# ---- design 1 ----
### src/rtl/rs_dispatch_unit_pkg.sv
// Shared types for the Tomasulo issue path: instruction-queue words, register-file read
// results, CDB entries and the reservation-station word, plus the operand resolver.
package tomasula_types;

    localparam int unsigned ROB_DEPTH = 8;
    localparam int unsigned TAG_W     = $clog2(ROB_DEPTH);

    typedef enum logic [6:0] {
        s_op_load  = 7'b0000011,
        s_op_imm   = 7'b0010011,
        s_op_auipc = 7'b0010111,
        s_op_store = 7'b0100011,
        s_op_reg   = 7'b0110011,
        s_op_lui   = 7'b0110111,
        s_op_br    = 7'b1100011,
        s_op_jalr  = 7'b1100111,
        s_op_jal   = 7'b1101111
    } opcode_t;

    typedef struct packed {
        opcode_t     opcode;
        logic [2:0]  funct3;
        logic [6:0]  funct7;
        logic [4:0]  rs1;
        logic [4:0]  rs2;
        logic [4:0]  rd;
        logic [31:0] imm;
        logic [31:0] pc;
        logic        use_imm;
    } iq_word_t;

    typedef struct packed {
        logic [31:0]      data;
        logic             busy;
        logic [TAG_W-1:0] tag;
    } rf_rd_t;

    typedef struct packed {
        logic [31:0] data;
    } cdb_data;

    typedef struct packed {
        logic             valid;
        logic [TAG_W-1:0] tag;
        logic [31:0]      data;
    } src_t;

    typedef struct packed {
        opcode_t          opcode;
        logic [2:0]       funct3;
        logic [6:0]       funct7;
        logic [31:0]      pc;
        logic [TAG_W-1:0] rd_tag;
        src_t             src1;
        src_t             src2;
    } res_word;

    // x0 is hard zero; a busy register is satisfied by a same-cycle CDB result for its tag.
    function automatic src_t resolve_src(input logic [4:0] rs, input rf_rd_t rd,
                                         input logic [ROB_DEPTH-1:0] calc,
                                         input cdb_data [ROB_DEPTH-1:0] cdb);
        src_t s;
        s = '0;
        if (rs == 5'd0) begin
            s.valid = 1'b1;
        end else if (!rd.busy) begin
            s.valid = 1'b1;
            s.data  = rd.data;
        end else if (calc[rd.tag]) begin
            s.valid = 1'b1;
            s.data  = cdb[rd.tag].data;
        end else begin
            s.tag = rd.tag;
        end
        return s;
    endfunction

endpackage

### src/rtl/rs_dispatch_unit_if.sv
// Dispatch-unit bus: instruction queue, register file, ROB, CDB and station-side signals.
interface rs_dispatch_unit_if
    import tomasula_types::*;
#(
    parameter int unsigned NUM_RS = 5
);
    logic                           flush;
    logic                           iq_valid;
    iq_word_t                       iq_word;
    logic                           iq_ready;
    logic [4:0]                     rf_rs1;
    logic [4:0]                     rf_rs2;
    rf_rd_t                         rf_rd1;
    rf_rd_t                         rf_rd2;
    logic                           rob_alloc_ready;
    logic [TAG_W-1:0]               rob_alloc_tag;
    logic                           rob_alloc;
    logic                           rf_rename_we;
    logic [4:0]                     rf_rename_rd;
    logic [ROB_DEPTH-1:0]           robs_calculated;
    cdb_data [ROB_DEPTH-1:0]        cdb;
    logic [NUM_RS-1:0]              res_empty;
    logic                           jalr_executed;
    logic [NUM_RS-1:0]              load_word;
    res_word                        res_out;

    modport master (
        input  flush, iq_valid, iq_word, rf_rd1, rf_rd2, rob_alloc_ready, rob_alloc_tag,
               robs_calculated, cdb, res_empty, jalr_executed,
        output iq_ready, rf_rs1, rf_rs2, rob_alloc, rf_rename_we, rf_rename_rd, load_word, res_out
    );

    modport slave (
        output flush, iq_valid, iq_word, rf_rd1, rf_rd2, rob_alloc_ready, rob_alloc_tag,
               robs_calculated, cdb, res_empty, jalr_executed,
        input  iq_ready, rf_rs1, rf_rs2, rob_alloc, rf_rename_we, rf_rename_rd, load_word, res_out
    );
endinterface

### src/rtl/rs_dispatch_unit_rr_select.sv
// Round-robin picker: first empty station at or after ptr, wrapping; one-hot and index out.
module rs_rr_select #(
    parameter  int unsigned NUM_RS = 5,
    localparam int unsigned IDX_W  = (NUM_RS > 1) ? $clog2(NUM_RS) : 1
) (
    input  logic [NUM_RS-1:0] empty,
    input  logic [IDX_W-1:0]  ptr,
    output logic [NUM_RS-1:0] onehot,
    output logic [IDX_W-1:0]  idx,
    output logic              any
);
    int unsigned cand;

    always_comb begin
        onehot = '0;
        idx    = '0;
        any    = 1'b0;
        cand   = 0;
        for (int unsigned i = 0; i < NUM_RS; i++) begin
            cand = 32'(ptr) + i;
            if (cand >= NUM_RS) cand = cand - NUM_RS;
            if (!any && empty[IDX_W'(cand)]) begin
                any                  = 1'b1;
                idx                  = IDX_W'(cand);
                onehot[IDX_W'(cand)] = 1'b1;
            end
        end
    end
endmodule

### src/rtl/rs_dispatch_unit.sv
// Issue-side writer: holds one decoded word (D), resolves operands and writes it into one
// empty reservation station with a ROB tag; stalls after a JALR until it has executed.
module rs_dispatch_unit
    import tomasula_types::*;
#(
    parameter int unsigned NUM_RS = 5
) (
    input  logic                clk,
    input  logic                rst,
    rs_dispatch_unit_if.master  bus
);
    localparam int unsigned IDX_W = (NUM_RS > 1) ? $clog2(NUM_RS) : 1;

    typedef enum logic [1:0] {IDLE, HOLD, JALR_WAIT} state_t;

    state_t            state;
    iq_word_t          d;
    logic [IDX_W-1:0]  rr_ptr;

    logic [NUM_RS-1:0] sel_onehot;
    logic [IDX_W-1:0]  sel_idx;
    logic              sel_any;
    logic              is_jalr, dispatch, iq_ready_c, take;
    src_t              src1, src2;

    rs_rr_select #(.NUM_RS(NUM_RS)) u_sel (
        .empty  (bus.res_empty),
        .ptr    (rr_ptr),
        .onehot (sel_onehot),
        .idx    (sel_idx),
        .any    (sel_any)
    );

    always_comb begin
        is_jalr    = (d.opcode == s_op_jalr);
        dispatch   = ~rst & ~bus.flush & (state == HOLD) & bus.rob_alloc_ready & sel_any;
        iq_ready_c = ~rst & ~bus.flush & ((state == IDLE) | (dispatch & ~is_jalr));
        take       = bus.iq_valid & iq_ready_c;
    end

    always_comb begin
        src1 = resolve_src(d.rs1, bus.rf_rd1, bus.robs_calculated, bus.cdb);
        if (d.opcode == s_op_lui) begin
            src1       = '0;
            src1.valid = 1'b1;
        end else if (d.opcode == s_op_auipc || d.opcode == s_op_jal) begin
            src1       = '0;
            src1.valid = 1'b1;
            src1.data  = d.pc;
        end
        src2 = resolve_src(d.rs2, bus.rf_rd2, bus.robs_calculated, bus.cdb);
        if (d.use_imm) begin
            src2       = '0;
            src2.valid = 1'b1;
            src2.data  = d.imm;
        end
    end

    always_comb begin
        bus.iq_ready     = iq_ready_c;
        bus.rf_rs1       = d.rs1;
        bus.rf_rs2       = d.rs2;
        bus.rob_alloc    = dispatch;
        bus.rf_rename_we = dispatch & (d.rd != 5'd0);
        bus.rf_rename_rd = dispatch ? d.rd : 5'd0;
        bus.load_word    = dispatch ? sel_onehot : '0;
        bus.res_out      = '0;
        if (dispatch) begin
            bus.res_out.opcode = d.opcode;
            bus.res_out.funct3 = d.funct3;
            bus.res_out.funct7 = d.funct7;
            bus.res_out.pc     = d.pc;
            bus.res_out.rd_tag = bus.rob_alloc_tag;
            bus.res_out.src1   = src1;
            bus.res_out.src2   = src2;
        end
    end

    // D is valid exactly while in HOLD, so IDLE/JALR_WAIT double as "D empty".
    always_ff @(posedge clk) begin
        if (rst) begin
            state  <= IDLE;
            d      <= '0;
            rr_ptr <= '0;
        end else begin
            if (dispatch)
                rr_ptr <= (sel_idx == IDX_W'(NUM_RS - 1)) ? '0 : sel_idx + 1'b1;
            if (bus.flush) begin
                state <= IDLE;
            end else begin
                case (state)
                    IDLE: if (take) begin
                        d     <= bus.iq_word;
                        state <= HOLD;
                    end
                    HOLD: if (dispatch) begin
                        if (is_jalr) state <= JALR_WAIT;
                        else if (take) d <= bus.iq_word;
                        else state <= IDLE;
                    end
                    JALR_WAIT: if (bus.jalr_executed) state <= IDLE;
                    default: state <= IDLE;
                endcase
            end
        end
    end
endmodule

### src/flat_wrapper.sv
// flat-port wrapper written by rule: the top's interface ports become plain ports
module rs_dispatch_unit_flat import tomasula_types::*;
#(
    parameter int unsigned NUM_RS = 5
)
  (clk, rst, bus_flush, bus_iq_valid, bus_iq_word, bus_rf_rd1, bus_rf_rd2, bus_rob_alloc_ready, bus_rob_alloc_tag, bus_robs_calculated, bus_cdb, bus_res_empty, bus_jalr_executed, bus_iq_ready, bus_rf_rs1, bus_rf_rs2, bus_rob_alloc, bus_rf_rename_we, bus_rf_rename_rd, bus_load_word, bus_res_out);
  rs_dispatch_unit_if #(.NUM_RS(NUM_RS)) bus_i ();
  input  logic clk;
  input  logic rst;
  input wire logic [$bits(bus_i.flush)-1:0] bus_flush;
  input wire logic [$bits(bus_i.iq_valid)-1:0] bus_iq_valid;
  input wire logic [$bits(bus_i.iq_word)-1:0] bus_iq_word;
  input wire logic [$bits(bus_i.rf_rd1)-1:0] bus_rf_rd1;
  input wire logic [$bits(bus_i.rf_rd2)-1:0] bus_rf_rd2;
  input wire logic [$bits(bus_i.rob_alloc_ready)-1:0] bus_rob_alloc_ready;
  input wire logic [$bits(bus_i.rob_alloc_tag)-1:0] bus_rob_alloc_tag;
  input wire logic [$bits(bus_i.robs_calculated)-1:0] bus_robs_calculated;
  input wire logic [$bits(bus_i.cdb)-1:0] bus_cdb;
  input wire logic [$bits(bus_i.res_empty)-1:0] bus_res_empty;
  input wire logic [$bits(bus_i.jalr_executed)-1:0] bus_jalr_executed;
  output wire logic [$bits(bus_i.iq_ready)-1:0] bus_iq_ready;
  output wire logic [$bits(bus_i.rf_rs1)-1:0] bus_rf_rs1;
  output wire logic [$bits(bus_i.rf_rs2)-1:0] bus_rf_rs2;
  output wire logic [$bits(bus_i.rob_alloc)-1:0] bus_rob_alloc;
  output wire logic [$bits(bus_i.rf_rename_we)-1:0] bus_rf_rename_we;
  output wire logic [$bits(bus_i.rf_rename_rd)-1:0] bus_rf_rename_rd;
  output wire logic [$bits(bus_i.load_word)-1:0] bus_load_word;
  output wire logic [$bits(bus_i.res_out)-1:0] bus_res_out;
  assign bus_i.flush = bus_flush;
  assign bus_i.iq_valid = bus_iq_valid;
  assign bus_i.iq_word = bus_iq_word;
  assign bus_i.rf_rd1 = bus_rf_rd1;
  assign bus_i.rf_rd2 = bus_rf_rd2;
  assign bus_i.rob_alloc_ready = bus_rob_alloc_ready;
  assign bus_i.rob_alloc_tag = bus_rob_alloc_tag;
  assign bus_i.robs_calculated = bus_robs_calculated;
  assign bus_i.cdb = bus_cdb;
  assign bus_i.res_empty = bus_res_empty;
  assign bus_i.jalr_executed = bus_jalr_executed;
  assign bus_iq_ready = bus_i.iq_ready;
  assign bus_rf_rs1 = bus_i.rf_rs1;
  assign bus_rf_rs2 = bus_i.rf_rs2;
  assign bus_rob_alloc = bus_i.rob_alloc;
  assign bus_rf_rename_we = bus_i.rf_rename_we;
  assign bus_rf_rename_rd = bus_i.rf_rename_rd;
  assign bus_load_word = bus_i.load_word;
  assign bus_res_out = bus_i.res_out;
  rs_dispatch_unit #(.NUM_RS(NUM_RS)) u_core (.clk(clk), .rst(rst), .bus(bus_i));
endmodule
### config.mk
export PLATFORM = sky130hd
export DESIGN_NAME = rs_dispatch_unit_flat
export DESIGN_NICKNAME = d
export VERILOG_FILES = /design/src/rtl/rs_dispatch_unit_pkg.sv /design/src/rtl/rs_dispatch_unit_if.sv /design/src/rtl/rs_dispatch_unit_rr_select.sv /design/src/rtl/rs_dispatch_unit.sv /design/src/flat_wrapper.sv
export SDC_FILE = /design/constraint.sdc
export NUM_CORES = 1
export LEC_CHECK = 0
export CAP_MARGIN = 20
export CORE_AREA = 4 4 228 230
export CTS_CLUSTER_SIZE = 10
export DETAILED_ROUTE_END_ITERATION = 7
export DIE_AREA = 0 0 232 234
export PLACE_DENSITY = 0.5
export SLEW_MARGIN = 30
export SYNTH_ARGS = -nofsm -noshare
export SYNTH_HDL_FRONTEND = slang
export SYNTH_SLANG_ARGS = --single-unit
### constraint.sdc
create_clock -name clk -period 7.7 [get_ports clk]
set_clock_uncertainty 0.2 [all_clocks]
set_input_delay 0.77 -clock clk [delete_from_list [all_inputs] [get_ports clk]]
set_output_delay 0.77 -clock clk [all_outputs]
set_load 0.005 [all_outputs]
# ---- design 2 ----
<file path="src/rtl/uart_receiver.sv">
// UART byte receiver: synchronises the serial line, samples each bit mid-period
// and hands completed bytes to the consumer with a valid/ack handshake.
module uart_receiver #(
  parameter int SYNC_STAGES = 2
) (
  input  logic        clk,
  input  logic        reset,
  input  logic        rec_en,
  input  logic [15:0] comp,
  input  logic        uart_rx,
  output logic [7:0]  rx_data,
  output logic        rx_valid,
  input  logic        rx_ack,
  output logic        frame_err,
  output logic        overrun
);

  typedef enum logic [1:0] {
    IDLE    = 2'd0,
    START   = 2'd1,
    RECEIVE = 2'd2,
    STOP    = 2'd3
  } state_t;

  state_t state, state_next;

  logic [SYNC_STAGES-1:0] sync;
  logic                   rx_s;
  logic [15:0]            comp_c;
  logic [15:0]            comp_int;
  logic [15:0]            half_m1;
  logic [15:0]            full_m1;
  logic [3:0]             bit_c;
  logic [7:0]             shift;
  logic                   sample;
  logic                   start_frame;
  logic                   wr_en;

  // Line idles high, so the chain resets to 1 to avoid a phantom start bit.
  always_ff @(posedge clk or posedge reset) begin
    if (reset) begin
      sync <= '1;
    end else begin
      sync <= {sync[SYNC_STAGES-2:0], uart_rx};
    end
  end

  assign rx_s    = sync[SYNC_STAGES-1];
  assign half_m1 = (comp_int >> 1) - 16'd1;
  assign full_m1 = comp_int - 16'd1;

  always_ff @(posedge clk or posedge reset) begin
    if (reset) begin
      state <= IDLE;
    end else begin
      state <= state_next;
    end
  end

  always_comb begin
    state_next  = state;
    sample      = 1'b0;
    start_frame = 1'b0;
    wr_en       = 1'b0;
    case (state)
      IDLE: begin
        if (rec_en && !rx_s) begin
          state_next  = START;
          start_frame = 1'b1;
        end
      end
      START: begin
        if (comp_c == half_m1) begin
          sample     = 1'b1;
          state_next = rx_s ? IDLE : RECEIVE;
        end
      end
      RECEIVE: begin
        if (comp_c == full_m1) begin
          sample = 1'b1;
          if (bit_c == 4'd7) begin
            state_next = STOP;
          end
        end
      end
      STOP: begin
        if (comp_c == full_m1) begin
          sample     = 1'b1;
          wr_en      = 1'b1;
          state_next = IDLE;
        end
      end
    endcase
    // Disabling mid-frame drops the partial byte without touching the outputs.
    if (state != IDLE && !rec_en) begin
      state_next = IDLE;
      sample     = 1'b0;
      wr_en      = 1'b0;
    end
  end

  always_ff @(posedge clk or posedge reset) begin
    if (reset) begin
      comp_c    <= '0;
      comp_int  <= '0;
      bit_c     <= '0;
      shift     <= '0;
      rx_data   <= '0;
      rx_valid  <= 1'b0;
      frame_err <= 1'b0;
      overrun   <= 1'b0;
    end else begin
      if (state_next != state || sample) begin
        comp_c <= '0;
      end else begin
        comp_c <= comp_c + 16'd1;
      end

      if (start_frame) begin
        comp_int <= (comp < 16'd4) ? 16'd4 : comp;
        bit_c    <= '0;
      end

      if (sample && state == RECEIVE) begin
        shift <= {rx_s, shift[7:1]};
        bit_c <= bit_c + 4'd1;
      end

      // A byte write takes priority over an ack in the same cycle; an ack that
      // lands together with the write means the old byte was consumed in time.
      if (wr_en) begin
        rx_data   <= shift;
        rx_valid  <= 1'b1;
        frame_err <= !rx_s;
        overrun   <= rx_valid && !rx_ack;
      end else if (rx_ack) begin
        rx_valid <= 1'b0;
      end
    end
  end

endmodule
</file>
<file path="config.mk">
export PLATFORM = sky130hd
export DESIGN_NAME = uart_receiver
export DESIGN_NICKNAME = d
export VERILOG_FILES = /design/src/rtl/uart_receiver.sv
export SDC_FILE = /design/constraint.sdc
export NUM_CORES = 1
export LEC_CHECK = 0
export CAP_MARGIN = 20
export CORE_MARGIN = 2
export CORE_UTILIZATION = 58
export DETAILED_ROUTE_END_ITERATION = 16
export GPL_TIMING_DRIVEN = 0
export PLACE_DENSITY_LB_ADDON = 0.12
export SYNTH_ARGS = -nofsm -noshare
export SYNTH_HDL_FRONTEND = slang
export SYNTH_SLANG_ARGS = --single-unit
</file>
<file path="constraint.sdc">
create_clock -name clk -period 3.46 [get_ports clk]
set_clock_uncertainty 0.15 [all_clocks]
set_input_delay 0.865 -clock clk [delete_from_list [all_inputs] [get_ports clk]]
set_output_delay 0.865 -clock clk [all_outputs]
set_load 0.01 [all_outputs]
</file>
# ---- design 3 ----
**config.mk**
```make
export PLATFORM = sky130hd
export DESIGN_NAME = opb_register_bank_ppc2simulink
export DESIGN_NICKNAME = d
export VERILOG_FILES = /design/src/rtl/opb_register_bank_ppc2simulink.sv
export SDC_FILE = /design/constraint.sdc
export NUM_CORES = 1
export LEC_CHECK = 0
export CAP_MARGIN = 20
export CORE_UTILIZATION = 43
export DETAILED_ROUTE_END_ITERATION = 16
export GPL_ROUTABILITY_DRIVEN = 1
export PLACE_DENSITY = 0.77
export SLEW_MARGIN = 40
export SYNTH_ARGS = -nofsm -noshare
export SYNTH_HDL_FRONTEND = slang
export SYNTH_SLANG_ARGS = --single-unit
export TNS_END_PERCENT = 10
```
**constraint.sdc**
```tcl
create_clock -name OPB_Clk -period 6 [get_ports OPB_Clk]
set_input_delay 1.2 -clock OPB_Clk [delete_from_list [all_inputs] [get_ports OPB_Clk]]
set_output_delay 1.2 -clock OPB_Clk [all_outputs]
set_load 0.01 [all_outputs]
```
**src/rtl/opb_register_bank_ppc2simulink.sv**
```systemverilog
// OPB slave exposing NUM_REGS software-writable 32-bit registers to fabric logic,
// with byte-enable writes, readback and an optional shadow/commit path for atomic updates.
module opb_register_bank_ppc2simulink #(
    parameter logic [31:0] C_BASEADDR   = 32'h01014500,
    parameter logic [31:0] C_HIGHADDR   = 32'h010145FF,
    parameter int unsigned C_OPB_AWIDTH = 32,
    parameter int unsigned C_OPB_DWIDTH = 32,
    parameter int unsigned NUM_REGS     = 4,
    parameter bit          SHADOW_MODE  = 1'b0,
    parameter logic [31:0] INIT_VALUE   = 32'h00000000
) (
    input  logic                      OPB_Clk,
    input  logic                      OPB_Rst,
    // Vectors are MSB-first: OPB bit 0 is bit [W-1] here, so whole-vector hookup keeps bus order.
    input  logic [C_OPB_AWIDTH-1:0]   OPB_ABus,
    input  logic [C_OPB_DWIDTH/8-1:0] OPB_BE,
    input  logic [C_OPB_DWIDTH-1:0]   OPB_DBus,
    input  logic                      OPB_RNW,
    input  logic                      OPB_select,
    input  logic                      OPB_seqAddr,
    output logic [C_OPB_DWIDTH-1:0]   Sl_DBus,
    output logic                      Sl_xferAck,
    output logic                      Sl_errAck,
    output logic                      Sl_retry,
    output logic                      Sl_toutSup,
    output logic [NUM_REGS*32-1:0]    user_data_out,
    output logic [NUM_REGS-1:0]       user_data_valid
);

    localparam int unsigned IDX_W = 30;

    typedef enum logic [1:0] {
        ST_IDLE = 2'd0,
        ST_ACK  = 2'd1,
        ST_WAIT = 2'd2
    } state_e;

    state_e              state_q, state_d;
    logic                ack_q, ack_d;
    logic [31:0]         rdata_q, rdata_d;
    logic [NUM_REGS-1:0] valid_q, valid_d;
    // Target of bus writes: shadows in shadow mode, actives otherwise.
    logic [31:0]         store_q [NUM_REGS];
    logic [31:0]         store_d [NUM_REGS];
    logic [31:0]         active_c [NUM_REGS];
    logic [15:0]         commit_count_c;

    logic [31:0]      addr_c;
    logic [31:0]      wdata_c;
    logic [3:0]       be_c;
    logic [31:0]      be_mask_c;
    logic [IDX_W-1:0] index_c;
    logic             hit_c;
    logic             start_c;
    logic             is_data_c;
    logic             is_commit_c;
    logic             wr_data_c;
    logic             wr_commit_c;
    logic             rd_c;
    logic             unused_seq_addr_c;

    // Bus decode; the transfer is captured on the IDLE->ACK edge straight from the bus.
    assign addr_c            = 32'(OPB_ABus);
    assign wdata_c           = 32'(OPB_DBus);
    assign be_c              = 4'(OPB_BE);
    assign be_mask_c         = {{8{be_c[3]}}, {8{be_c[2]}}, {8{be_c[1]}}, {8{be_c[0]}}};
    assign index_c           = IDX_W'((addr_c - C_BASEADDR) >> 2);
    assign hit_c             = OPB_select && (addr_c >= C_BASEADDR) && (addr_c <= C_HIGHADDR);
    assign start_c           = (state_q == ST_IDLE) && hit_c;
    assign is_data_c         = index_c < IDX_W'(NUM_REGS);
    assign is_commit_c       = SHADOW_MODE && (index_c == IDX_W'(NUM_REGS));
    assign wr_data_c         = start_c && !OPB_RNW && is_data_c;
    assign wr_commit_c       = start_c && !OPB_RNW && is_commit_c;
    assign rd_c              = start_c && OPB_RNW;
    assign unused_seq_addr_c = OPB_seqAddr;

    always_comb begin : p_next
        state_d = state_q;
        ack_d   = start_c;
        rdata_d = '0;
        valid_d = '0;
        store_d = store_q;

        case (state_q)
            ST_IDLE: if (hit_c) state_d = ST_ACK;
            ST_ACK:  state_d = ST_WAIT;
            ST_WAIT: if (!OPB_select) state_d = ST_IDLE;
            default: state_d = ST_IDLE;
        endcase

        for (int unsigned i = 0; i < NUM_REGS; i++) begin
            if (wr_data_c && (index_c == IDX_W'(i))) begin
                store_d[i] = (store_q[i] & ~be_mask_c) | (wdata_c & be_mask_c);
                valid_d[i] = !SHADOW_MODE;
            end
            if (SHADOW_MODE && wr_commit_c) valid_d[i] = 1'b1;
            if (rd_c && (index_c == IDX_W'(i))) rdata_d = store_q[i];
        end
        if (rd_c && is_commit_c) rdata_d = {16'h0000, commit_count_c};
    end

    always_ff @(posedge OPB_Clk or posedge OPB_Rst) begin : p_regs
        if (OPB_Rst) begin
            state_q <= ST_IDLE;
            ack_q   <= 1'b0;
            rdata_q <= '0;
            valid_q <= '0;
            for (int unsigned i = 0; i < NUM_REGS; i++) store_q[i] <= INIT_VALUE;
        end else begin
            state_q <= state_d;
            ack_q   <= ack_d;
            rdata_q <= rdata_d;
            valid_q <= valid_d;
            store_q <= store_d;
        end
    end

    if (SHADOW_MODE) begin : g_shadow
        logic [31:0] active_q [NUM_REGS];
        logic [31:0] active_d [NUM_REGS];
        logic [15:0] commit_count_q, commit_count_d;

        // COMMIT copies every shadow into the actives in a single cycle.
        always_comb begin : p_commit
            active_d       = active_q;
            commit_count_d = commit_count_q;
            if (wr_commit_c) begin
                active_d       = store_q;
                commit_count_d = commit_count_q + 16'd1;
            end
        end

        always_ff @(posedge OPB_Clk or posedge OPB_Rst) begin : p_active
            if (OPB_Rst) begin
                for (int unsigned i = 0; i < NUM_REGS; i++) active_q[i] <= INIT_VALUE;
                commit_count_q <= '0;
            end else begin
                active_q       <= active_d;
                commit_count_q <= commit_count_d;
            end
        end

        assign active_c       = active_q;
        assign commit_count_c = commit_count_q;
    end else begin : g_direct
        assign active_c       = store_q;
        assign commit_count_c = 16'h0000;
    end

    for (genvar g = 0; g < NUM_REGS; g++) begin : g_out
        assign user_data_out[32*g +: 32] = active_c[g];
    end

    assign user_data_valid = valid_q;
    assign Sl_DBus         = C_OPB_DWIDTH'(rdata_q);
    assign Sl_xferAck      = ack_q;
    assign Sl_errAck       = 1'b0;
    assign Sl_retry        = 1'b0;
    assign Sl_toutSup      = 1'b0;

endmodule

```
==> design_3/layer_met3.png <==
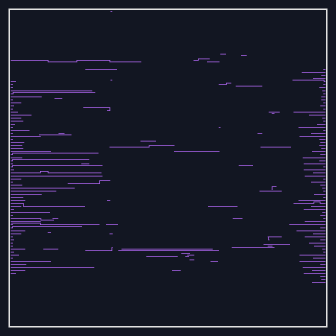
nets with wire on the layer: 162
wire length on this layer: 1550 um
longest straight run: 44.6 um
main direction: horizontal
share of all routed wire: 6.8%

==> results.cfg, design 3 <==
; implementation run metrics
[status]
status = finished, final reports clean

[synth]
yosys_area_sq_mm = 0.00832
syn_area_per_cell_sq_um = 13.5
synth_warnings = 0
topCombFamilyByArea = multiplexers
ys.flops = 167
edf_count = 0
async_flop_share_pct = 100
syn_inst = 617
ys_sh_xor_pct = 0
top_area_cell = dfrtp_1
ys_cells = 617
synth_cell_types = 63
synthDominantCellAreaShare_pct = 50.2
ys_seq_share_pct = 50.2

[cells_and_area]
buffers = 246
finalNonFillerCells = 1110
antennaDiodeCount = 0
final_core_util_pct = 60.7
stdcell_area_sq_mm = 0.0114
largest_cell_class = registers
final_layout_top_logic_cells = 232 x clkdlybuf4s50_1, 167 x dfrtp_1, 157 x mux2_2
fill_cells = 1512
area_delta_synth_final_pct = 37.3
bufAreaShareNonClock_pct = 21.6
drive_gt1_share_pct = 31.5

[route]
top_layer = met4
vias = 6295
routedWlPerCell_um = 20.6
met1_length_um = 9830
drt_first_pass_iters = 4
vias_per_cell = 5.67
drc = 0
wirelength_um = 22800

[global_routing]
grtUsageMet2_pct = 39.5
grt_first_pass_wirelength_um = 35800
grt_remaining_overflow = 0
grt_antenna_before_repair = 0
grt_pass1_vias = 6257

[power]
pg_comb_uw = 161
fin_total_pwr_mw = 2.31
cellPowerDensity_mw_per_mm2 = 202
power_frac_seq_pct = 48.7
p_seq_mw = 1.13
p_comb_share_pct = 7.0
p_sw_share_pct = 23.1
leakage_nw = 4.96
clkPwrFrac_pct = 44.3

[floorplan]
die_h_um = 141
die_w_um = 141
taps = 260
core_sq_mm = 0.0188

[sta]
tightest_slew_ps = 691
hold_ws_ps = 515
slew_headroom_pct = 53.9
hold_viol = 0
fin_crit_sh_pct = 61.7
setup_ws_ps = 2300

[critical_path]
crit_family = simple AND/OR/NAND/NOR gates
start_kind = input port
critical_path_buf_inv_count = 3
critPathCapture = Sl_DBus[30]$_DFF_PP0_
required_ps = 6330
r2r-start = state_q[1]$_DFFE_PP0P_
critPathSlowestCell = or4_1

[placed_design]
place.gp.congestion = 0.861
place_area_sq_mm = 0.0109
-- design 3: cells in the mapped netlist, drive strengths merged (2+ instances only) --
library cell and n:
a22oi 32, nor4 6, inv 4, and4bb 2
a22o 32, a211oi 32, dfrtp 167, o21ai 5
nor3 5, nand4bb 2, and4 5, nand2b 3
nand4 16, nor2 25, a21oi 5, or2b 3
a31oi 32, or2 3, mux2 160, buf 22
nand2 7, clkbuf 23, nor4b 2, or3 2
==> design_1/flops_by_reg.png <==
Other sequential cells in the stronger gray, the rest of the logic in the fainter gray.
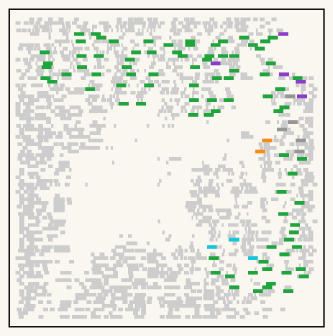
[green] u_core.d | placed flops: 87 | where: all over the die
[orange] u_core.state | placed flops: 2
[cyan] u_core.rr_ptr | placed flops: 3
[purple] u_core.bus.rf_rs1 | placed flops: 5 | where: north-east
not colored: 5

==> results.cfg, design 1 <==
; implementation run metrics
[critical_path]
start_kind = flop
worstPathCellList = inv_2 -> ha_1 -> ha_1 -> o22a_1 -> o21bai_1 -> a32oi_1 -> o41a_1 -> nand3_2 -> inv_2 -> buf_4 -> and2_1 -> clkdlybuf4s50_1
r2r-start = u_core.rr_ptr[0]$_SDFFE_PP0P_
cp-end-kind = output port
path_class = flop to output port

[cells_and_area]
ff_count = 102
buffers = 615
largest_cell_class = multi-input combinational cells
final_layout_top_logic_cells = 587 x clkdlybuf4s50_1, 184 x nor2_1, 167 x mux2i_1
fill_cells = 5180
clock_area_share_pct = 1.60
antennaDiodeCount = 6

[floorplan]
core_sq_mm = 0.0499
io_pins = 594

[worst_hold_path]
holdPathStages = 2
hold_class = flop to flop
hold_end = u_core.state[1]$_SDFFE_PP0P_

[global_routing]
gr-usage-all-layers_pct = 21.6
grt_antenna_before_repair = 9
grt_pass1_vias = 12432

[sta]
tightest_slew_ps = 901
finalSetupViolations = 0
max_freq_mhz = 160
period_minus_slack_ps = 6270
hold_viol = 0
hold_ws_ps = 290
setup_ws_ps = 1430

[synth]
area_leaders = mux4_2 28%, dfxtp_1 19%, mux2i_1 15%
syn_area_sq_mm = 0.0110
ys.flops = 102
ys_sh_adder_pct = 1.43
synth_warnings = 0
syn_inst = 1223
edf_count = 0
syn_area_per_cell_sq_um = 8.99
synth_cell_types = 68

[cts]
clkSinkCount = 102
cts_made_buffers = 9
cts_max_level = 3
clk_pin_slew_worst_paths_ps = 70

[route]
ant_nets = 0
routedWlPerCell_um = 25.6
drt_first_pass_iters = 5
wirelength_um = 61600

[power]
leakage_nw = 6.10
fin_total_pwr_mw = 1.80
cellPowerDensity_mw_per_mm2 = 101
ir_worst_vdd_mv = 0.106

[status]
status = finished, final reports clean

[job]
drv_cap = 0
tool_warnings = 34
-- design 1: routing by layer --
layer	global-route usage (%)	up-vias	share of wire, %
met4	6.56	2	3.0
met5	0	-	0.021
met2	38.2	495	51
met1	26.2	5865	40
met3	4.92	74	6.6
li1	-	5556	-
-- design 1: state kept, by name, indices dropped and copies added (netlist names) --
register,cells
u_core.state,2
u_core.bus.rf_rs1,5
u_core.rr_ptr,3
u_core.d,87
u_core.bus.rf_rs2,5
-- design 1: where the power goes --
part           switching [mW]  internal (mW)
registers              0.0204          0.552
clock network           0.237          0.231
logic                   0.340          0.424
total                   0.597           1.21
==> design_2/layer_met3.png <==
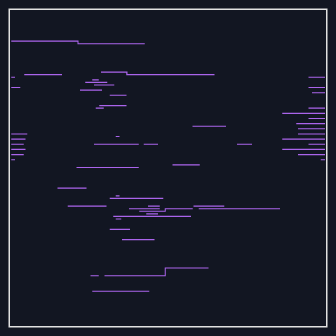
nets with wire on the layer: 47
main direction: horizontal

==> design_2/flops_by_reg.png <==
Other sequential cells in the stronger gray, the rest of the logic in the fainter gray.
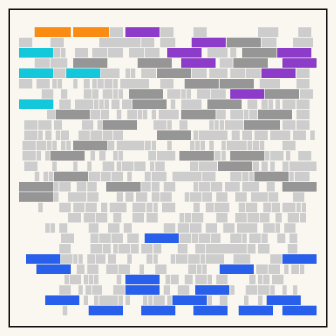
[purple] rx_data | placed flops: 8
[cyan] bit_c | placed flops: 4 | where: north-west
[orange] sync | placed flops: 2
[blue] comp_c | placed flops: 16
not colored: 29

==> results.cfg, design 2 <==
; implementation run metrics
[cells_and_area]
final_layout_top_logic_cells = 56 x dfrtp_1, 53 x nand2_1, 35 x xnor2_1
sh_comb_area_pct = 46.1
drive_gt1_share_pct = 14.8

[power]
p_sw_uw = 705
pg_comb_uw = 579
ir_worst_vdd_mv = 0.348
powerClk_uw = 725
cellPowerDensity_mw_per_mm2 = 485

[sta]
period_minus_slack_ps = 3270
finalSetupViolations = 0
slew_headroom_pct = 63.1
max_freq_mhz = 306

[synth]
synth_warnings = 0
fp_nets = 407
ys_cells = 382
ys_seq_share_pct = 40.5
edf_count = 0
synthDominantCellAreaShare_pct = 39.1

[critical_path]
required_ps = 3550
cp-end-kind = flop

[route]
vias = 2947
drt_iter0_markers = 187
top_layer = met4
routedWlPerCell_um = 16.9

[worst_hold_path]
min_from = sync[0]$_DFF_PP1_

[status]
status = finished, final reports clean

[floorplan]
initCoreUtil_pct = 61.0

[global_routing]
grt_pass1_vias = 2841
grtUsageMet2_pct = 38.5

[placed_design]
place.gp.congestion = 0.916
## design 2: through the flow
stage / TNS [ps] / total power [mW] / instances
3_5_place_dp: -4630 / 1.37 / 489
2_1_floorplan: 0 / 1.23 / 382
4_1_cts: 0 / 2.09 / 506
6_report: 0 / 2.10 / 506
3_3_place_gp: -4520 / 1.35 / 488
5_1_grt: -6.27 / 2.19 / 506
## design 2: worst max-delay path: cells and delay by family, from the launching register on
kind                       cells  cell delay, ps
adders and majority gates      1             150
DFF                            1             480
buffers and inverters          4             650
muxes                          3             640
AOI/OAI and AO/OA              2             460
and+or+nand+nor                3             610

==> gallery <==
Wires at chosen ports, followed through buffers.
picture 1
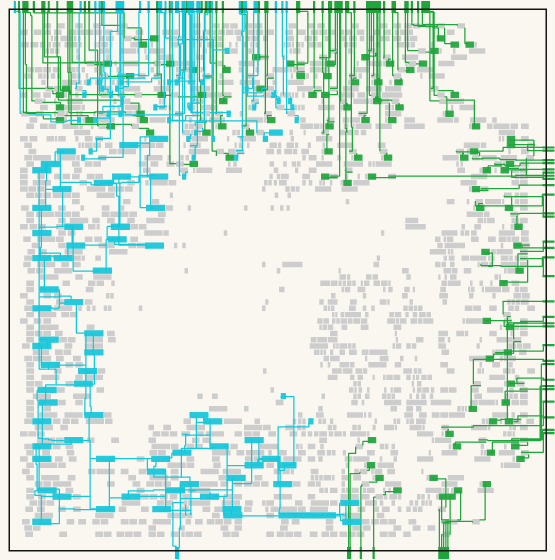
picture 2
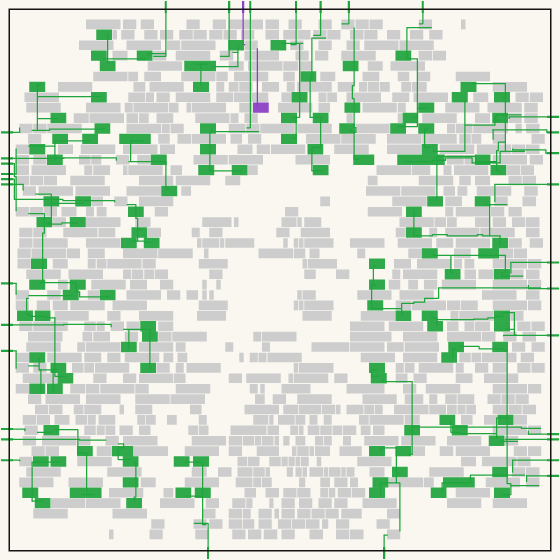
picture 3
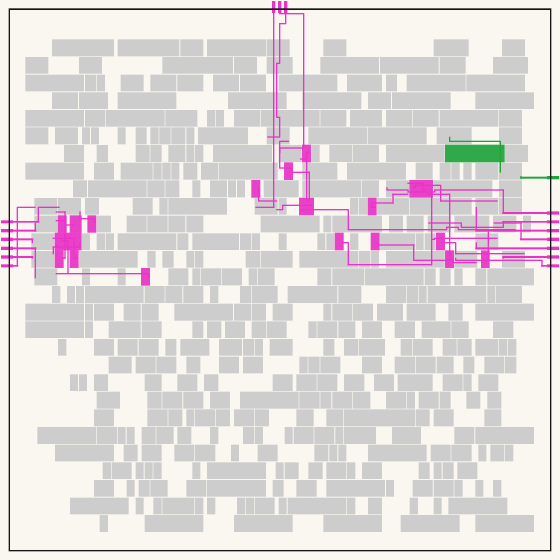
Design 2 is picture 3.
Design 1 is picture 1.
Design 3 is picture 2.
Of these, fewest cells: picture 3
Of these, most cells: picture 1


# ---- design 4 ----
==> design_4/placement.png <==
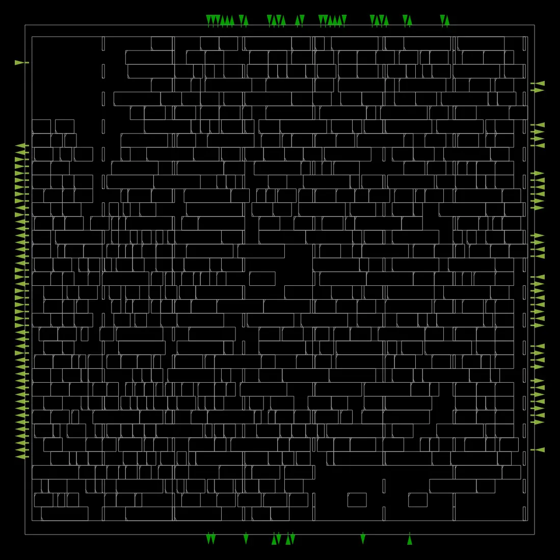

$ cat config.mk
export PLATFORM = sky130hd
export DESIGN_NAME = fft_frame_loader
export DESIGN_NICKNAME = d
export VERILOG_FILES = /design/src/rtl/fft_pkg.sv /design/src/rtl/fft_out_skid.sv /design/src/rtl/fft_frame_loader.sv
export SDC_FILE = /design/constraint.sdc
export NUM_CORES = 1
export LEC_CHECK = 0
export CORE_UTILIZATION = 55
export DETAILED_ROUTE_END_ITERATION = 16
export GPL_ROUTABILITY_DRIVEN = 1
export PLACE_DENSITY = 0.86
export SYNTH_ARGS = -nofsm -noshare
export SYNTH_HDL_FRONTEND = slang
export SYNTH_SLANG_ARGS = --single-unit
$ cat constraint.sdc
create_clock -name clk -period 5.85 [get_ports clk]
set_input_delay 1.4625 -clock clk [delete_from_list [all_inputs] [get_ports clk]]
set_output_delay 1.4625 -clock clk [all_outputs]
set_load 0.005 [all_outputs]
$ cat src/rtl/fft_pkg.sv
// rtl/fft_pkg.sv - shared constants, sequencer states and bit-reversal helper for the FFT frame loader
package fft_pkg;

    localparam int LOG2N_MAX = 12;
    localparam int RAM_AW    = 12;

    typedef enum logic [1:0] {
        ST_LOAD,
        ST_START,
        ST_RUN,
        ST_UNLOAD
    } fft_state_e;

    // Reverse the full RAM_AW-bit word, then shift so only the low `width` bits remain reversed.
    function automatic logic [RAM_AW-1:0] bitrev(input logic [RAM_AW-1:0] v, input int width);
        logic [RAM_AW-1:0] r;
        for (int i = 0; i < RAM_AW; i++) begin
            r[i] = v[RAM_AW-1-i];
        end
        return r >> (RAM_AW - width);
    endfunction

endpackage

$ cat src/rtl/fft_out_skid.sv
// rtl/fft_out_skid.sv - 2-entry result buffer with per-entry last flag; an arriving word passes straight through when empty
module fft_out_skid (
    input  logic        clk,
    input  logic        rst_n,
    input  logic [31:0] i_tdata,
    input  logic        i_tvalid,
    input  logic        i_tlast,
    output logic [31:0] o_tdata,
    output logic        o_tvalid,
    output logic        o_tlast,
    input  logic        i_tready,
    output logic [1:0]  o_count
);

    logic [31:0] r_data [2];
    logic [1:0]  r_last;
    logic        r_wptr;
    logic        r_rptr;
    logic [1:0]  r_count;

    logic w_empty;
    logic w_push;
    logic w_pop_mem;

    assign w_empty   = (r_count == 2'd0);
    assign o_tvalid  = !w_empty || i_tvalid;
    assign o_tdata   = !w_empty ? r_data[r_rptr] : (i_tvalid ? i_tdata : 32'd0);
    assign o_tlast   = !w_empty ? r_last[r_rptr] : (i_tvalid & i_tlast);
    // A word is stored unless it bypasses an empty buffer and is taken the same cycle.
    assign w_push    = i_tvalid && !(w_empty && i_tready);
    assign w_pop_mem = !w_empty && i_tready;
    assign o_count   = r_count;

    always_ff @(posedge clk or negedge rst_n) begin
        if (!rst_n) begin
            r_data[0] <= '0;
            r_data[1] <= '0;
            r_last    <= '0;
            r_wptr    <= 1'b0;
            r_rptr    <= 1'b0;
            r_count   <= 2'd0;
        end else begin
            if (w_push) begin
                r_data[r_wptr] <= i_tdata;
                r_last[r_wptr] <= i_tlast;
                r_wptr         <= ~r_wptr;
            end
            if (w_pop_mem) begin
                r_rptr <= ~r_rptr;
            end
            r_count <= r_count + {1'b0, w_push} - {1'b0, w_pop_mem};
        end
    end

endmodule

$ cat src/rtl/fft_frame_loader.sv
// rtl/fft_frame_loader.sv - load a frame into the FFT RAM, run the engine, stream results out; FFT_BITREV_EN selects bit-reversed load order
module fft_frame_loader
    import fft_pkg::*;
#(
    parameter int LOG2N = LOG2N_MAX
) (
    input  logic              clk,
    input  logic              rst_n,
    input  logic [15:0]       s_tdata,
    input  logic              s_tvalid,
    output logic              s_tready,
    output logic [31:0]       m_tdata,
    output logic              m_tvalid,
    input  logic              m_tready,
    output logic              m_tlast,
    output logic [15:0]       ram_data_in,
    output logic [RAM_AW-1:0] ram_adr,
    output logic              ram_write,
    output logic              ram_read,
    input  logic [31:0]       ram_data_out,
    output logic              mode,
    output logic              fft_start,
    input  logic              fft_done
);

    localparam logic [LOG2N-1:0] LAST = '1;

    fft_state_e        r_state;
    fft_state_e        w_state_nxt;
    logic [LOG2N-1:0]  r_cnt;
    logic [LOG2N-1:0]  r_rd_cnt;
    logic              r_live;
    logic              r_rd_done;
    logic              r_inflight;
    logic              r_inflight_last;

    logic              w_wr;
    logic              w_rd;
    logic              w_pop;
    logic [1:0]        w_buf_cnt;
    logic [2:0]        w_occ;
    logic [RAM_AW-1:0] w_wr_adr;

`ifdef FFT_BITREV_EN
    assign w_wr_adr = bitrev(RAM_AW'(r_cnt), LOG2N);
`else
    assign w_wr_adr = RAM_AW'(r_cnt);
`endif

    assign w_pop = m_tvalid & m_tready;
    assign w_occ = {2'b00, r_inflight} + {1'b0, w_buf_cnt};

    always_comb begin
        w_state_nxt = r_state;
        s_tready    = 1'b0;
        ram_write   = 1'b0;
        ram_read    = 1'b0;
        ram_adr     = '0;
        ram_data_in = '0;
        mode        = 1'b1;
        fft_start   = 1'b0;
        w_wr        = 1'b0;
        w_rd        = 1'b0;
        case (r_state)
            ST_LOAD: begin
                s_tready  = r_live;
                w_wr      = s_tvalid & r_live;
                ram_write = w_wr;
                if (w_wr) begin
                    ram_adr     = w_wr_adr;
                    ram_data_in = s_tdata;
                    if (r_cnt == LAST) begin
                        w_state_nxt = ST_START;
                    end
                end
            end
            ST_START: begin
                mode        = 1'b0;
                fft_start   = 1'b1;
                w_state_nxt = ST_RUN;
            end
            ST_RUN: begin
                mode = 1'b0;
                if (fft_done) begin
                    w_state_nxt = ST_UNLOAD;
                end
            end
            ST_UNLOAD: begin
                // Never let in-flight plus buffered words exceed the 2-entry buffer.
                w_rd     = !r_rd_done && (w_occ < (3'd2 + {2'b00, w_pop}));
                ram_read = w_rd;
                if (w_rd) begin
                    ram_adr = RAM_AW'(r_rd_cnt);
                end
                if (w_pop && m_tlast) begin
                    w_state_nxt = ST_LOAD;
                end
            end
            default: w_state_nxt = ST_LOAD;
        endcase
    end

    always_ff @(posedge clk or negedge rst_n) begin
        if (!rst_n) begin
            r_state <= ST_LOAD;
        end else begin
            r_state <= w_state_nxt;
        end
    end

    always_ff @(posedge clk or negedge rst_n) begin
        if (!rst_n) begin
            r_live          <= 1'b0;
            r_cnt           <= '0;
            r_rd_cnt        <= '0;
            r_rd_done       <= 1'b0;
            r_inflight      <= 1'b0;
            r_inflight_last <= 1'b0;
        end else begin
            r_live          <= 1'b1;
            r_inflight      <= w_rd;
            r_inflight_last <= w_rd && (r_rd_cnt == LAST);
            if (w_wr) begin
                r_cnt <= (r_cnt == LAST) ? '0 : r_cnt + 1'b1;
            end
            if (w_rd) begin
                r_rd_cnt <= (r_rd_cnt == LAST) ? '0 : r_rd_cnt + 1'b1;
                if (r_rd_cnt == LAST) begin
                    r_rd_done <= 1'b1;
                end
            end
            if (r_state == ST_UNLOAD && w_pop && m_tlast) begin
                r_rd_done <= 1'b0;
                r_rd_cnt  <= '0;
            end
        end
    end

    fft_out_skid u_skid (
        .clk      (clk),
        .rst_n    (rst_n),
        .i_tdata  (ram_data_out),
        .i_tvalid (r_inflight),
        .i_tlast  (r_inflight_last),
        .o_tdata  (m_tdata),
        .o_tvalid (m_tvalid),
        .o_tlast  (m_tlast),
        .i_tready (m_tready),
        .o_count  (w_buf_cnt)
    );

endmodule

# ---- design 5 ----
$ cat config.mk
export PLATFORM = sky130hd
export DESIGN_NAME = mem_xact_initiator
export DESIGN_NICKNAME = d
export VERILOG_FILES = /design/src/rtl/mem_xact_initiator.sv
export SDC_FILE = /design/constraint.sdc
export NUM_CORES = 1
export LEC_CHECK = 0
export ABC_CLOCK_PERIOD_IN_PS = 4500
export CAP_MARGIN = 25
export CORE_MARGIN = 5
export CORE_UTILIZATION = 45
export CTS_BUF_LIST = sky130_fd_sc_hd__clkbuf_4 sky130_fd_sc_hd__clkbuf_8
export DETAILED_ROUTE_END_ITERATION = 12
export MAX_ROUTING_LAYER = met4
export PLACE_DENSITY_LB_ADDON = 0.15
export SLEW_MARGIN = 10
export SYNTH_ARGS = -nofsm -noshare
export SYNTH_HDL_FRONTEND = slang
export SYNTH_SLANG_ARGS = --single-unit
$ cat constraint.sdc
create_clock -name clk -period 4.5 [get_ports clk]
set_input_delay 0.9 -clock clk [delete_from_list [all_inputs] [get_ports clk]]
set_output_delay 0.9 -clock clk [all_outputs]
set_load 0.005 [all_outputs]
$ cat src/rtl/mem_xact_initiator.sv
// Single-outstanding memory transaction initiator: command in, one request to the
// responder with optional timeout, one response out. Optional MEM_XACT_SCRAMBLE_EN XORs data.
module mem_xact_initiator #(
  parameter logic [7:0] TIMEOUT = 8'd64
) (
  input  logic        clk,
  input  logic        reset,
  input  logic        cmd_valid,
  output logic        cmd_ready,
  input  logic        cmd_write,
  input  logic [15:0] cmd_addr,
  input  logic [31:0] cmd_wdata,
  output logic        mem_req,
  output logic        mem_we,
  output logic [15:0] mem_addr,
  output logic [31:0] mem_wdata,
  input  logic [31:0] mem_rdata,
  input  logic        mem_ready,
  output logic        rsp_valid,
  input  logic        rsp_ready,
  output logic [31:0] rsp_data,
  output logic        rsp_err,
  output logic [7:0]  txn_count
);

  // state | meaning
  // IDLE  | waiting for a command, cmd_ready high
  // REQ   | mem_req driven, waiting for mem_ready or timeout
  // RESP  | rsp_valid driven, waiting for rsp_ready

`ifdef MEM_XACT_SCRAMBLE_EN
  localparam logic [31:0] DATA_KEY = 32'hDEADBEEF;
`else
  localparam logic [31:0] DATA_KEY = 32'h0000_0000;
`endif

  typedef enum logic [1:0] {IDLE, REQ, RESP} state_t;

  state_t      state, state_nxt;
  logic        we_q;
  logic        err_q;
  logic [7:0]  tmo_cnt;
  logic [7:0]  tmo_inc;
  logic        tmo_hit;
  logic        cmd_fire;
  logic        rsp_fire;

  assign cmd_ready = (state == IDLE);
  assign mem_req   = (state == REQ);
  assign mem_we    = (state == REQ) && we_q;
  assign rsp_valid = (state == RESP);
  assign rsp_err   = (state == RESP) && err_q;

  assign cmd_fire  = cmd_valid && (state == IDLE);
  assign rsp_fire  = rsp_ready && (state == RESP);

  // Timeout fires on the REQ cycle whose increment would reach TIMEOUT,
  // so REQ lasts exactly TIMEOUT cycles when the responder stays silent.
  assign tmo_inc   = tmo_cnt + 8'd1;
  assign tmo_hit   = (TIMEOUT != 8'd0) && (tmo_inc == TIMEOUT);

  always_ff @(posedge clk or posedge reset) begin
    if (reset) state <= IDLE;
    else       state <= state_nxt;
  end

  always_comb begin
    state_nxt = state;
    case (state)
      IDLE:    if (cmd_valid)             state_nxt = REQ;
      REQ:     if (mem_ready || tmo_hit)  state_nxt = RESP;
      RESP:    if (rsp_ready)             state_nxt = IDLE;
      default:                            state_nxt = IDLE;
    endcase
  end

  always_ff @(posedge clk or posedge reset) begin
    if (reset) begin
      we_q      <= 1'b0;
      err_q     <= 1'b0;
      tmo_cnt   <= 8'd0;
      mem_addr  <= 16'd0;
      mem_wdata <= 32'd0;
      rsp_data  <= 32'd0;
      txn_count <= 8'd0;
    end else begin
      if (cmd_fire) begin
        we_q      <= cmd_write;
        mem_addr  <= cmd_addr;
        mem_wdata <= cmd_wdata ^ DATA_KEY;
        tmo_cnt   <= 8'd0;
      end
      // mem_ready takes priority over a coincident timeout
      if (state == REQ) begin
        if (mem_ready) begin
          rsp_data <= we_q ? 32'd0 : (mem_rdata ^ DATA_KEY);
          err_q    <= 1'b0;
        end else if (tmo_hit) begin
          rsp_data <= 32'd0;
          err_q    <= 1'b1;
        end else begin
          tmo_cnt  <= tmo_inc;
        end
      end
      if (rsp_fire) txn_count <= txn_count + 8'd1;
    end
  end

endmodule

==> design_4/io_fan.png <==
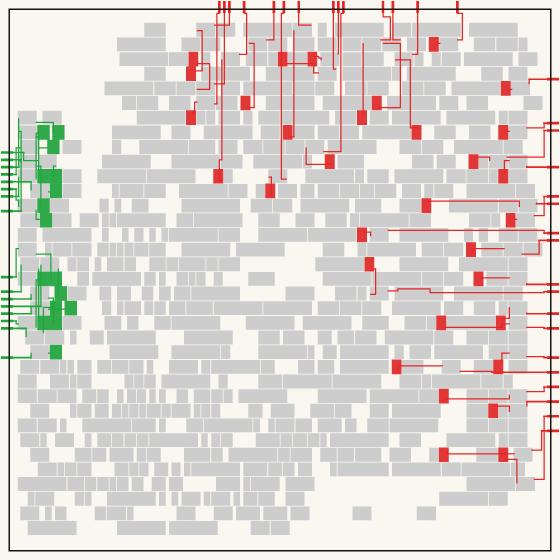
[red] m_tdata | direction: output | end cells: 32 | buffers: 32 | wire: 601 um
[green] s_tdata | direction: input | end cells: 16 | buffers: 16 | wire: 186 um

About design_4/placement.png:
core area: 0.00928 sq mm
Seq/total area: 36.9%
# fillers: 665
# Taps: 129
fin util: 73.0%

==> results.cfg, design 4 <==
; implementation run metrics
[cts]
clk_pin_slew_worst_paths_ps = 90
clkSinkCount = 100
clk_latency_ps = 360
cts_root_buf = clkbuf_8

[status]
status = finished, final reports clean

[critical_path]
path_max_fanout = 27
path_class = input port to output port
startpoint = s_tvalid
worstPathCellList = clkdlybuf4s50_1 -> nand3_1 -> clkinv_1 -> buf_4 -> a22oi_1 -> nor2_1 -> clkdlybuf4s50_1
start_kind = input port
worstRegToRegCells = 7

[power]
ir_worst_vdd_mv = 0.287

[global_routing]
grt_remaining_overflow = 0
grtUsageMet2_pct = 43.3

[cells_and_area]
register_area_sq_mm = 0.00250
drive_gt1_share_pct = 16.8
final_layout_top_logic_cells = 118 x clkdlybuf4s50_1, 99 x dfrtp_1, 65 x mux2_2

[placed_design]
place_ws_ps = 628
place_hpwl_um = 8310

[synth]
ys_sh_aoi_pct = 9.34
ys.flops = 100
top_area_cell = dfrtp_1

[sta]
hold_ws_ps = 514
fin_crit_sh_pct = 90.0
max_freq_mhz = 190

[route]
met1_length_um = 5160

[worst_hold_path]
min_from = u_skid.r_data[33]$_DFFE_PN0P_
-- design 4: power by group through the flow --
| stage | combinational, mW | clock [mW] | sequential [mW] |
|---|---|---|---|
| after floorplan | 0.989 | 0 | 1.10 |
| after global placement | 1.50 | 0 | 1.20 |
| after detailed placement | 1.55 | 0 | 1.22 |
| after CTS | 1.56 | 0.509 | 1.21 |
| after global routing | 1.69 | 0.536 | 1.25 |
| final | 1.54 | 0.500 | 1.21 |
==> design_5/layer_met3.png <==
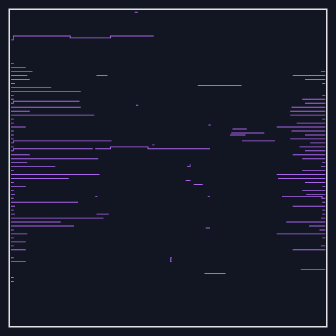
longest straight run: 33.6 um
wire length on this layer: 928 um
main direction: horizontal

==> design_5/metal_density.png <==
22 x 22 tiles, from black (low) to pale yellow (high), scaled to the fullest tile. Values are wire area over tile area, all layers added.
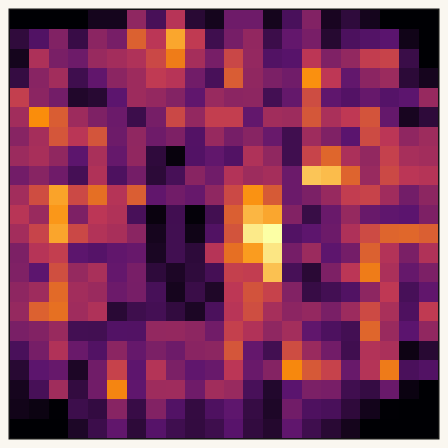
fullest tile: 0.47
mean over tiles: 0.16
nearly empty tiles: 4.5%
tiles over half the peak: 18%

==> results.cfg, design 5 <==
; implementation run metrics
[global_routing]
grtUsageMet2_pct = 32.6
grt_first_pass_wirelength_um = 18400

[sta]
skew_ps = 11.4
drv_slew = 0

[power]
fin_total_pwr_mw = 3.87
p_sw_share_pct = 34.0
power_frac_seq_pct = 40.6

[route]
met1_length_um = 4760
wl_met3_um = 927

[synth]
ys.flops = 100
flop_cell = dfrtp_1
synth_warnings = 0
edf_count = 0

[cells_and_area]
stdcell_area_sq_mm = 0.00646
drive_gt1_share_pct = 5.21

[critical_path]
cp-end-kind = output port

[floorplan]
die_h_um = 109
chipArea_sq_mm = 0.0118

[cts]
cts_root_buf = clkbuf_8
clk_pin_slew_worst_paths_ps = 100

[status]
status = finished, final reports clean
-- design 5: Yosys cell counts, types with 4 or more instances --
master / count / area [sq um]
clkbuf_1: 19 / 71.3
and2_1: 5 / 31.3
xnor2_1: 5 / 43.8
nor2_1: 4 / 15.0
nand3_1: 8 / 40.0
dfrtp_1: 100 / 2500
o21ai_0: 28 / 140
a21oi_1: 7 / 35.0
nand2_1: 156 / 586
o21ai_1: 6 / 30.0
a31oi_1: 5 / 31.3
a22oi_1: 32 / 240
and3_1: 4 / 25.0
nand2b_1: 33 / 206
inv_1: 4 / 15.0


## Gallery

Cell placement.
image #1
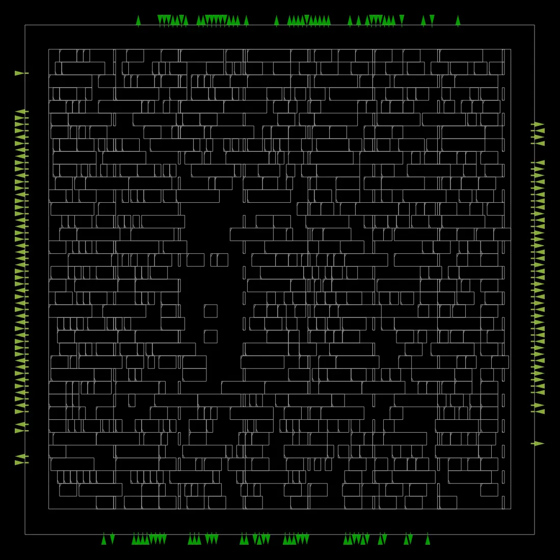
image #2
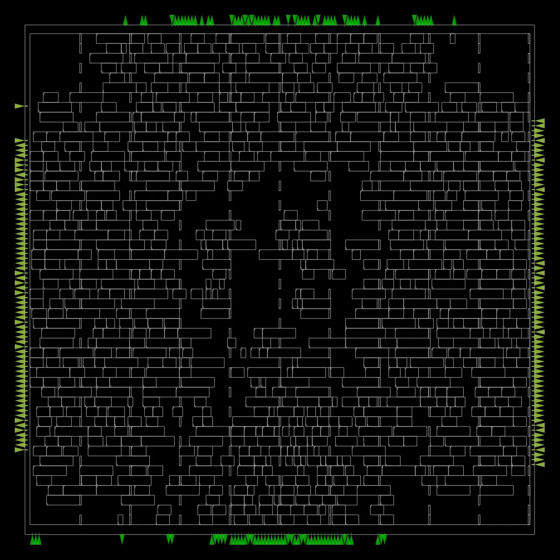
image #3
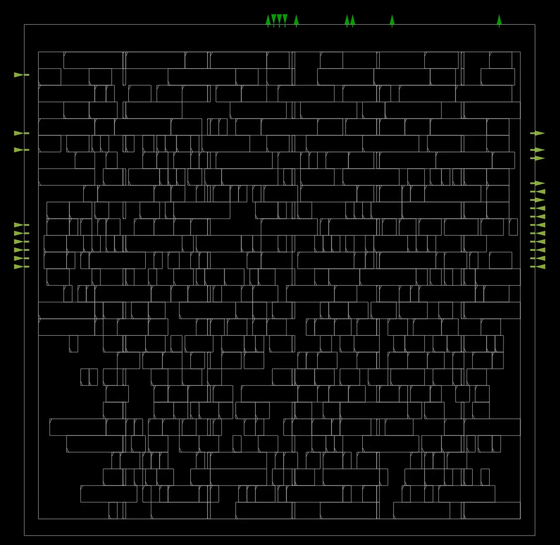
image #4
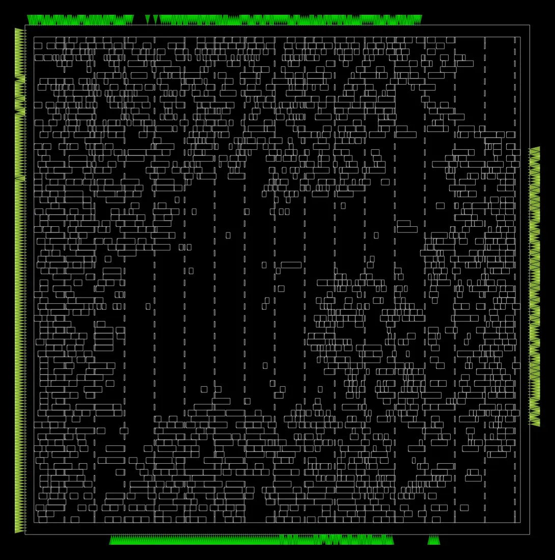
The one with the fewest sequential cells is image #3.
The one with the lowest utilization is image #4.
Design 5 is image #1.
Design 1 is image #4.
Design 3 is image #2.
Design 2 is image #3.

Power and IR drop assume default switching activity.
